=== culsans_sram_arbiter ===
### config.mk
export PLATFORM = sky130hd
export DESIGN_NAME = culsans_sram_arbiter
export DESIGN_NICKNAME = d
export VERILOG_FILES = /design/src/rtl/culsans_sram_arbiter.sv
export SDC_FILE = /design/constraint.sdc
export NUM_CORES = 1
export LEC_CHECK = 0
export CAP_MARGIN = 20
export CORE_AREA = 4 4 318 320
export DETAILED_ROUTE_END_ITERATION = 10
export DIE_AREA = 0 0 322 324
export PLACE_DENSITY = 0.3
export RECOVER_POWER = 25
export SYNTH_ARGS = -nofsm -noshare
export SYNTH_HDL_FRONTEND = slang
export SYNTH_SLANG_ARGS = --single-unit
### constraint.sdc
create_clock -name clk_i -period 2.1 [get_ports clk_i]
set_input_delay 0.315 -clock clk_i [delete_from_list [all_inputs] [get_ports clk_i]]
set_output_delay 0.315 -clock clk_i [all_outputs]
set_load 0.05 [all_outputs]
### src/rtl/culsans_sram_arbiter.sv
// culsans_sram_arbiter: round-robin arbiter sharing one single-port SRAM among NumReq requesters
module culsans_sram_arbiter #(
  parameter int unsigned NumReq     = 4,
  parameter int unsigned AddrWidth  = 64,
  parameter int unsigned DataWidth  = 64,
  parameter int unsigned MemLatency = 1
) (
  input  logic                                   clk_i,
  input  logic                                   rst_i,
  input  logic [NumReq-1:0]                      req_i,
  input  logic [NumReq-1:0]                      we_i,
  input  logic [NumReq-1:0][AddrWidth-1:0]       addr_i,
  input  logic [NumReq-1:0][DataWidth/8-1:0]     be_i,
  input  logic [NumReq-1:0][DataWidth-1:0]       wdata_i,
  output logic [NumReq-1:0]                      gnt_o,
  output logic [NumReq-1:0]                      rvalid_o,
  output logic [DataWidth-1:0]                   rdata_o,
  output logic                                   mem_req_o,
  output logic                                   mem_we_o,
  output logic [AddrWidth-1:0]                   mem_addr_o,
  output logic [DataWidth/8-1:0]                 mem_be_o,
  output logic [DataWidth-1:0]                   mem_wdata_o,
  input  logic [DataWidth-1:0]                   mem_rdata_i
);
  localparam int unsigned IW = $clog2(NumReq);
  localparam logic [NumReq-1:0] One = {{(NumReq-1){1'b0}}, 1'b1};
  logic [IW-1:0] prio_q, win;
  logic found, grant, rv;
  logic [MemLatency-1:0] v_q, w_q;
  logic [MemLatency-1:0][IW-1:0] id_q;
  always_comb begin
    found = 1'b0;
    win = '0;
    for (int i = 0; i < int'(NumReq); i++) begin
      if (!found && req_i[(int'(prio_q) + i) % int'(NumReq)]) begin
        found = 1'b1;
        win = IW'((int'(prio_q) + i) % int'(NumReq));
      end
    end
  end
  assign grant       = found & ~rst_i;
  assign gnt_o       = grant ? One << win : '0;
  assign mem_req_o   = grant;
  assign mem_we_o    = grant & we_i[win];
  assign mem_addr_o  = grant ? addr_i[win] : '0;
  assign mem_be_o    = grant ? be_i[win] : '0;
  assign mem_wdata_o = grant ? wdata_i[win] : '0;
  // in-flight responses are suppressed while reset is held
  assign rv       = v_q[MemLatency-1] & ~rst_i;
  assign rvalid_o = rv ? One << id_q[MemLatency-1] : '0;
  assign rdata_o  = (rv && !w_q[MemLatency-1]) ? mem_rdata_i : '0;
  always_ff @(posedge clk_i) begin
    if (rst_i) begin
      prio_q <= '0;
      v_q <= '0;
      w_q <= '0;
      id_q <= '0;
    end else begin
      if (grant) prio_q <= (win == IW'(NumReq - 1)) ? '0 : win + 1'b1;
      for (int s = MemLatency - 1; s > 0; s--) begin
        v_q[s] <= v_q[s-1];
        w_q[s] <= w_q[s-1];
        id_q[s] <= id_q[s-1];
      end
      v_q[0] <= grant;
      w_q[0] <= mem_we_o;
      id_q[0] <= win;
    end
  end
  a_gnt_onehot: assert property (@(posedge clk_i) $onehot0(gnt_o));
  a_rv_onehot:  assert property (@(posedge clk_i) $onehot0(rvalid_o));
  a_mem_req:    assert property (@(posedge clk_i) mem_req_o == |gnt_o);
  a_gnt_req:    assert property (@(posedge clk_i) (gnt_o & ~req_i) == '0);
endmodule

=== cacheline_adapter ===
==> config.mk <==
export PLATFORM = sky130hd
export DESIGN_NAME = cacheline_adapter
export DESIGN_NICKNAME = d
export VERILOG_FILES = /design/src/rtl/cacheline_adapter.sv
export SDC_FILE = /design/constraint.sdc
export NUM_CORES = 1
export LEC_CHECK = 0
export CAP_MARGIN = 10
export CORE_AREA = 2 2 280 282
export DETAILED_ROUTE_END_ITERATION = 16
export DIE_AREA = 0 0 282 284
export PLACE_DENSITY = 0.61
export SETUP_SLACK_MARGIN = 0.4
export SKIP_CTS_REPAIR_TIMING = 1
export SYNTH_ARGS = -nofsm -noshare
export SYNTH_HDL_FRONTEND = slang
export SYNTH_SLANG_ARGS = --single-unit
export TNS_END_PERCENT = 50
==> constraint.sdc <==
create_clock -name clk -period 3.4 [get_ports clk]
set_clock_uncertainty 0.05 [all_clocks]
set_input_delay 0.68 -clock clk [delete_from_list [all_inputs] [get_ports clk]]
set_output_delay 0.68 -clock clk [all_outputs]
set_load 0.005 [all_outputs]
==> src/rtl/cacheline_adapter.sv <==
// rtl/cacheline_adapter.sv - cache line to burst memory adapter
// Splits line write-backs into beats and assembles read beats into a full line.
module cacheline_adapter #(
    parameter int LINE_W = 256,
    parameter int BEAT_W = 64
) (
    input  logic              clk,
    input  logic              rst_n,
    input  logic [31:0]       dfp_addr,
    input  logic              dfp_read,
    input  logic              dfp_write,
    input  logic [LINE_W-1:0] dfp_wdata,
    output logic [LINE_W-1:0] dfp_rdata,
    output logic              dfp_resp,
    output logic [31:0]       bmem_addr,
    output logic              bmem_read,
    output logic              bmem_write,
    output logic [BEAT_W-1:0] bmem_wdata,
    input  logic              bmem_ready,
    input  logic [BEAT_W-1:0] bmem_rdata,
    input  logic              bmem_rvalid
);

    localparam int BEATS = LINE_W / BEAT_W;
    localparam int CNT_W = (BEATS > 1) ? $clog2(BEATS) : 1;
    localparam logic [CNT_W-1:0] LAST = CNT_W'(BEATS - 1);

    typedef enum logic [2:0] {IDLE, RD_REQ, RD_BEAT, WR_BEAT, RESP} state_t;

    state_t              state_q, state_d;
    logic [CNT_W-1:0]    cnt_q, cnt_d;
    logic [31:0]         addr_q, addr_d;
    logic [LINE_W-1:0]   wline_q, wline_d;
    logic [LINE_W-1:0]   rline_q, rline_d;

    always_ff @(posedge clk or negedge rst_n) begin
        if (!rst_n) begin
            state_q <= IDLE;
            cnt_q   <= '0;
            addr_q  <= '0;
            wline_q <= '0;
            rline_q <= '0;
        end else begin
            state_q <= state_d;
            cnt_q   <= cnt_d;
            addr_q  <= addr_d;
            wline_q <= wline_d;
            rline_q <= rline_d;
        end
    end

    // Write has priority over read when both are presented together.
    always_comb begin
        state_d = state_q;
        case (state_q)
            IDLE: begin
                if (bmem_ready) begin
                    if (dfp_write)     state_d = WR_BEAT;
                    else if (dfp_read) state_d = RD_REQ;
                end
            end
            RD_REQ:  state_d = RD_BEAT;
            RD_BEAT: if (bmem_rvalid && cnt_q == LAST) state_d = RESP;
            WR_BEAT: if (cnt_q == LAST) state_d = RESP;
            RESP:    state_d = IDLE;
            default: state_d = IDLE;
        endcase
    end

    always_comb begin
        cnt_d   = cnt_q;
        addr_d  = addr_q;
        wline_d = wline_q;
        rline_d = rline_q;
        case (state_q)
            IDLE: begin
                if (bmem_ready && (dfp_write || dfp_read)) begin
                    addr_d = dfp_addr & 32'hFFFF_FFE0;
                    if (dfp_write) wline_d = dfp_wdata;
                end
            end
            RD_REQ: cnt_d = '0;
            RD_BEAT: begin
                if (bmem_rvalid) begin
                    rline_d[cnt_q*BEAT_W +: BEAT_W] = bmem_rdata;
                    cnt_d = (cnt_q == LAST) ? '0 : cnt_q + 1'b1;
                end
            end
            WR_BEAT: cnt_d = (cnt_q == LAST) ? '0 : cnt_q + 1'b1;
            default: ;
        endcase
    end

    always_comb begin
        bmem_read  = 1'b0;
        bmem_write = 1'b0;
        bmem_addr  = '0;
        bmem_wdata = '0;
        dfp_resp   = 1'b0;
        case (state_q)
            RD_REQ: begin
                bmem_read = 1'b1;
                bmem_addr = addr_q;
            end
            WR_BEAT: begin
                bmem_write = 1'b1;
                bmem_addr  = addr_q;
                bmem_wdata = wline_q[cnt_q*BEAT_W +: BEAT_W];
            end
            RESP:    dfp_resp = 1'b1;
            default: ;
        endcase
    end

    assign dfp_rdata = rline_q;

endmodule

=== rst_seq ===
File: config.mk
export PLATFORM = sky130hd
export DESIGN_NAME = rst_seq
export DESIGN_NICKNAME = d
export VERILOG_FILES = /design/src/rtl/rst_seq_pkg.sv /design/src/rtl/rst_seq_sync_ff.sv /design/src/rtl/rst_seq.sv
export SDC_FILE = /design/constraint.sdc
export NUM_CORES = 1
export LEC_CHECK = 0
export CORE_MARGIN = 2
export CORE_UTILIZATION = 45
export CTS_CLUSTER_DIAMETER = 30
export DETAILED_ROUTE_END_ITERATION = 10
export PLACE_DENSITY = 0.79
export REMOVE_ABC_BUFFERS = 1
export SYNTH_ARGS = -nofsm -noshare
export SYNTH_HDL_FRONTEND = slang
export SYNTH_SLANG_ARGS = --single-unit
File: constraint.sdc
create_clock -name clk_i -period 1.4 [get_ports clk_i]
set_input_delay 0.35 -clock clk_i [delete_from_list [all_inputs] [get_ports clk_i]]
set_output_delay 0.35 -clock clk_i [all_outputs]
set_load 0.1 [all_outputs]
File: src/rtl/rst_seq_pkg.sv
// Shared types and helpers for the PLL-to-CPU reset sequencer.
package rst_seq_pkg;

  typedef enum logic [2:0] {
    WAIT_LOCK = 3'd0,
    STABLE    = 3'd1,
    HOLD      = 3'd2,
    RUN       = 3'd3,
    FAULT     = 3'd4
  } state_t;

  // Width of the shared window/hold counter; never less than one bit.
  function automatic int cnt_width(input int stable_cycles, input int hold_cycles);
    int m;
    m = (stable_cycles > hold_cycles) ? stable_cycles : hold_cycles;
    return (m <= 1) ? 1 : $clog2(m);
  endfunction

endpackage

File: src/rtl/rst_seq_sync_ff.sv
// Multi-flop synchronizer for one asynchronous level signal.
module sync_ff #(
  parameter int STAGES = 2
) (
  input  logic clk,
  input  logic rst_n,
  input  logic d,
  output logic q
);

  logic [STAGES-1:0] ff;

  always_ff @(posedge clk or negedge rst_n) begin
    if (!rst_n) ff <= '0;
    else        ff <= {ff[STAGES-2:0], d};
  end

  assign q = ff[STAGES-1];

endmodule

File: src/rtl/rst_seq.sv
// Holds the CPU in reset until all PLLs show a stable lock window plus a hold time,
// and counts lock losses that occur while the CPU is running.
//
// state     | meaning
// WAIT_LOCK | waiting for all synchronized lock bits
// STABLE    | counting consecutive all-locked cycles
// HOLD      | window met, CPU reset held with clocks running
// RUN       | CPU released
// FAULT     | lock lost in RUN, single cycle before restarting
module rst_seq
  import rst_seq_pkg::*;
#(
  parameter int N_PLL         = 2,
  parameter int SYNC_STAGES   = 2,
  parameter int STABLE_CYCLES = 1024,
  parameter int HOLD_CYCLES   = 16,
  parameter int CNT_W         = 8
) (
  input  logic             clk_i,
  input  logic             rstn_i,
  input  logic [N_PLL-1:0] pll_locked_i,
  input  logic             clr_cnt_i,
  output logic             cpu_rstn_o,
  output logic             plls_locked_o,
  output logic             ready_o,
  output logic [2:0]       state_o,
  output logic [CNT_W-1:0] lock_loss_cnt_o
);

  localparam int CW = cnt_width(STABLE_CYCLES, HOLD_CYCLES);
  localparam logic [CW-1:0]    STABLE_LAST = CW'(STABLE_CYCLES - 1);
  localparam logic [CW-1:0]    HOLD_LAST   = CW'(HOLD_CYCLES - 1);
  localparam logic [CNT_W-1:0] LOSS_MAX    = '1;

  logic [N_PLL-1:0] lock_sync;
  logic             all_locked;
  state_t           state, next_state;
  logic [CW-1:0]    cnt;
  logic             cnt_run;
  logic             loss_hit;

  for (genvar i = 0; i < N_PLL; i++) begin : g_sync
    sync_ff #(.STAGES(SYNC_STAGES)) u_sync (
      .clk   (clk_i),
      .rst_n (rstn_i),
      .d     (pll_locked_i[i]),
      .q     (lock_sync[i])
    );
  end

  // Registered AND feeds both the FSM and the status output, so they never disagree.
  always_ff @(posedge clk_i or negedge rstn_i) begin
    if (!rstn_i) all_locked <= 1'b0;
    else         all_locked <= &lock_sync;
  end

  assign plls_locked_o = all_locked;

  always_ff @(posedge clk_i or negedge rstn_i) begin
    if (!rstn_i) state <= WAIT_LOCK;
    else         state <= next_state;
  end

  always_comb begin
    next_state = state;
    case (state)
      WAIT_LOCK: if (all_locked) next_state = STABLE;
      STABLE: begin
        if (!all_locked)              next_state = WAIT_LOCK;
        else if (cnt == STABLE_LAST)  next_state = HOLD;
      end
      HOLD: begin
        if (!all_locked)              next_state = WAIT_LOCK;
        else if (cnt == HOLD_LAST)    next_state = RUN;
      end
      RUN:   if (!all_locked) next_state = FAULT;
      FAULT: next_state = WAIT_LOCK;
      default: next_state = WAIT_LOCK;
    endcase
  end

  always_comb begin
    cnt_run  = ((state == STABLE) && (next_state == STABLE)) ||
               ((state == HOLD)   && (next_state == HOLD));
    loss_hit = (state == RUN) && !all_locked;
  end

  always_ff @(posedge clk_i or negedge rstn_i) begin
    if (!rstn_i) cnt <= '0;
    else         cnt <= cnt_run ? cnt + CW'(1) : '0;
  end

  always_ff @(posedge clk_i or negedge rstn_i) begin
    if (!rstn_i) begin
      cpu_rstn_o <= 1'b0;
      ready_o    <= 1'b0;
    end else begin
      cpu_rstn_o <= (next_state == RUN);
      ready_o    <= (next_state == RUN);
    end
  end

  // A clear coinciding with a new loss keeps that loss visible.
  always_ff @(posedge clk_i or negedge rstn_i) begin
    if (!rstn_i)
      lock_loss_cnt_o <= '0;
    else if (clr_cnt_i)
      lock_loss_cnt_o <= loss_hit ? CNT_W'(1) : '0;
    else if (loss_hit && (lock_loss_cnt_o != LOSS_MAX))
      lock_loss_cnt_o <= lock_loss_cnt_o + CNT_W'(1);
  end

  assign state_o = state;

endmodule

Fig. 1: culsans_sram_arbiter, I/O nets highlighted
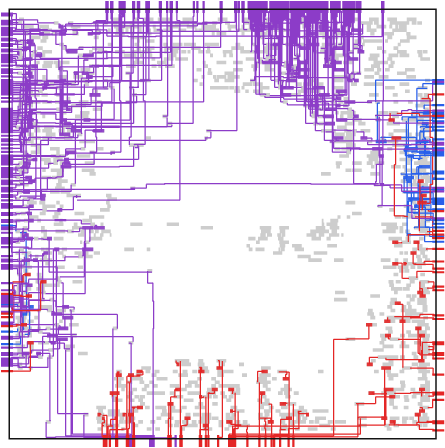
- blue: be_i (direction input; edge 28 right, 4 left; end cells 16; buffers 32; wire 1,360 um)
- purple: wdata_i (direction input; edge 120 left, 119 top, 9 right, 8 bottom; end cells 128; buffers 257; wire 17,100 um)
- red: mem_addr_o (direction output; edge 33 bottom, 26 right, 5 left; end cells 64; buffers 64; wire 2,850 um)

==> run notes, culsans_sram_arbiter <==
* 276 x sky130_fd_sc_hd__mux2i_1, 138 x sky130_fd_sc_hd__o22ai_1, 68 x sky130_fd_sc_hd__and2_1, 30 x sky130_fd_sc_hd__buf_2, 28 x sky130_fd_sc_hd__buf_6 — ranking of synthesized cells by instance count
* finished with violations — outcome
* 0.22 ns — flop-to-flop setup slack
* prio_q[0] — launch point of the worst hold path
* 24 — Cell variety after synth
* 1.78 ns — data required time at the worst endpoint
* 141 — Final setup violation count
* 32 — count of warning messages emitted by the tools
* sky130_fd_sc_hd__clkdlybuf4s15_2 — critical path's slowest cell
* negative setup slack — failing checks
* sky130_fd_sc_hd__clkdlybuf4s50_1 — leading cell type in the layout, fill and taps excluded
* 2.22 ns — arrival time reported for the critical path endpoint
* 8 — number of antenna cells inserted
* 18,000 um^2 — placed instance area
* w_q — endpoint of the most critical register-to-register path
* 0 — cts-stage hold buffer count
* -0.436 ns — post-route worst setup slack
* 3 — tally of clock buffers in the finished layout
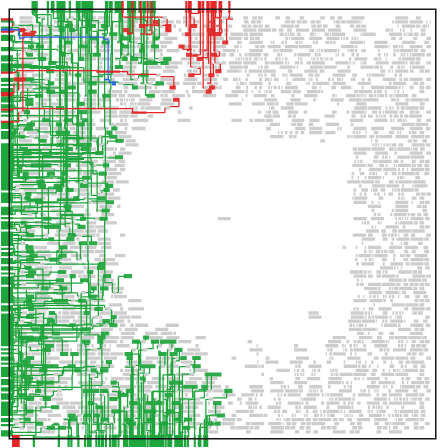
Fig. 2. I/O nets highlighted (cacheline_adapter).
- green: dfp_wdata (direction input; edge 148 left, 63 bottom, 45 top; end cells 256; buffers 256; wire 12,100 um)
- blue: dfp_resp (direction output; edge left; end cells 1; buffers 1; wire 106 um)
- red: dfp_addr (direction input; edge 20 top, 7 left, 5 bottom; end cells 27; buffers 27; wire 1,000 um)

==> run notes, cacheline_adapter <==
* 0.234 — share of cells above drive strength 1
* 0.245 — GR met1 Demand/Resource
* true — RSZ-0062 raised after global routing
* 0.261 — combinational share of cell area
* 0 — number of max-cap violations
* 7 — highest fanout seen on the critical path
* 3 — maximum clock insertion buffer count
* combinational cells — Top power group
* 468 uV — Peak VDD IR
* 3,627 — Post-Layout Cell Count
* 2.37 ns — arrival time reported for the critical path endpoint
* sky130_fd_sc_hd__dfrtp_1 — area leader, netlist
* 6 — Critical Path Stages
* 13.3 um^2 — average size of a mapped cell
* 0.06 ns — clock-pin slew reported for the worst setup and hold paths after clock tree synthesis
* finished, final reports clean — outcome
* 1,281 — initial detailed-routing violation count
* 0 — Fin. Hold Viols
* 0.0647 — post-synthesis compound-gate area fraction
* met2 — Top Usage Layer GRT
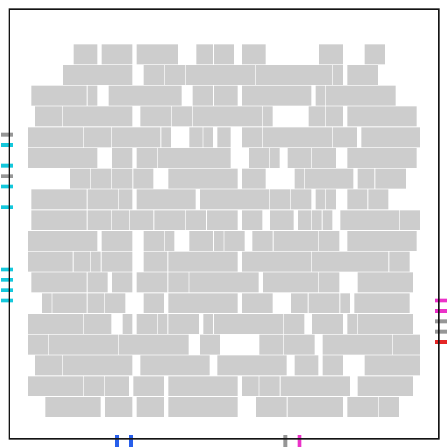
Fig. 3. Pin map (rst_seq).
Pins as bars across the die edge, other pins in grey.
- red: rstn_i (pins 1; direction input; edge right)
- cyan: lock_loss_cnt_o (pins 8; direction output; edge left)
- blue: pll_locked_i (pins 2; direction input; edge bottom)
- magenta: state_o (pins 3; direction output; edge 2 right, 1 bottom)

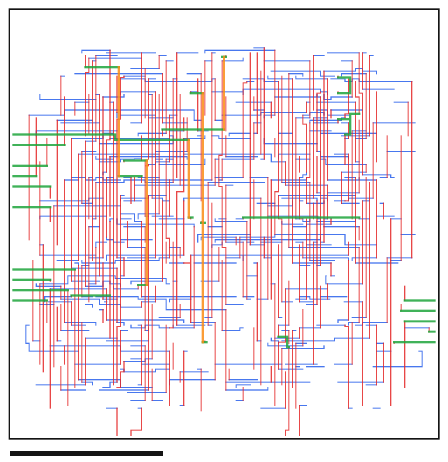
Fig. 4. Signal wires by layer (rst_seq).
Scale bar: 20 um.
- red: M2 (wire length 2,130 um)
- orange: M4 (wire length 83.0 um)
- green: M3 (wire length 146 um)
- blue: M1 (wire length 1,360 um)

==> run notes, rst_seq <==
* lock_loss_cnt_o[2] — endpoint of the most critical register-to-register path
* 0 — count of warnings emitted by yosys
* 146 um — Detail Route met3 WL
* simple AND/OR/NAND/NOR gates — main kind of combinational logic by area
* 300 uW — switching power total
* 0.938 nW — reported leakage power
* 27 — count of warning messages emitted by the tools
* 0.0372 — GRT met3 Usage
* sky130_fd_sc_hd__dfrtp_1 — critical path's slowest cell
* 0.311 — fraction of area in registers
* 178 — number of placed cells counting well taps
* 0.091 — Logic pwr share
* -0.169 ns — pre-CTS worst setup slack
* finished with violations — outcome
* 7 — highest fanout seen on the critical path
* 2170 um^2 — final std cell area, no fill
* lock_loss_cnt_o[2] — Critical path destination
* sky130_fd_sc_hd__buf_4 — leading cell type in the layout, fill and taps excluded
* -0.0639 ns — post-route worst setup slack
* 18.5 um — Routed wire per std cell
* flip-flops — kind of cell adding the most delay to the critical path
* 56.1 um — Die W
* negative setup slack — failing checks
* 0 — antenna violations before repair
* 30 x sky130_fd_sc_hd__buf_4, 27 x sky130_fd_sc_hd__dfrtp_1, 15 x sky130_fd_sc_hd__nor2_1, 15 x sky130_fd_sc_hd__buf_12, 15 x sky130_fd_sc_hd__buf_6 — most common logic cells in the final layout
* 17 — Final setup violation count
* 74 — Multi-input comb cells
* 0 — overflow left after global routing
* 0.272 — clock network fraction of design power
* 27 — number of sinks driven by the clock tree
* cnt — Largest Register
* 574 nW/um^2 — P per Cell Area
* 117 — FILL cells
* sky130_fd_sc_hd__dfrtp_1 55%, sky130_fd_sc_hd__xor2_1 7.2%, sky130_fd_sc_hd__nor2_1 4.9%, sky130_fd_sc_hd__nand4_1 2.6%, sky130_fd_sc_hd__a32oi_4 2.3% — Cell area leaders
* 2 — Logic inverters
* 947 uW — internal power of the cells


==> screenshots <==
Clock network drawn from the DEF.
Plate I
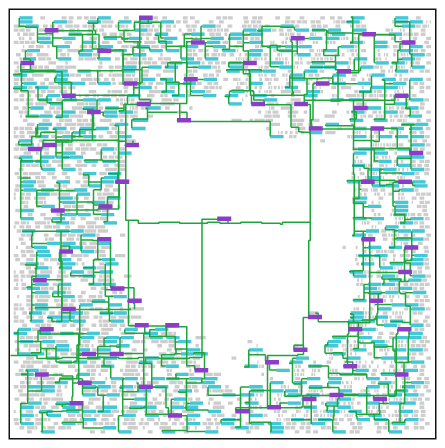
Plate II
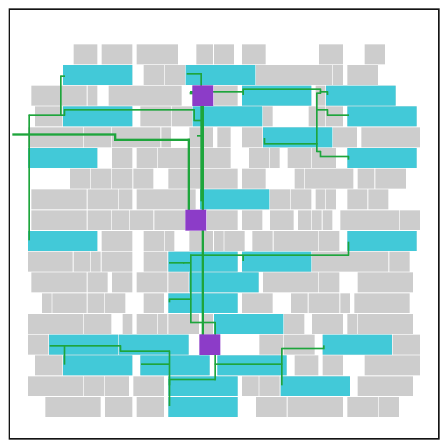
Plate III
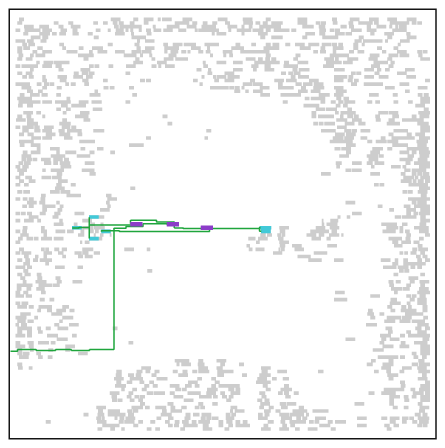
| picture | from |
|---|---|
| Plate III | culsans_sram_arbiter |
| Plate I | cacheline_adapter |
| Plate II | rst_seq |

Power figures rest on the tool's default switching activity, not on a simulated workload.
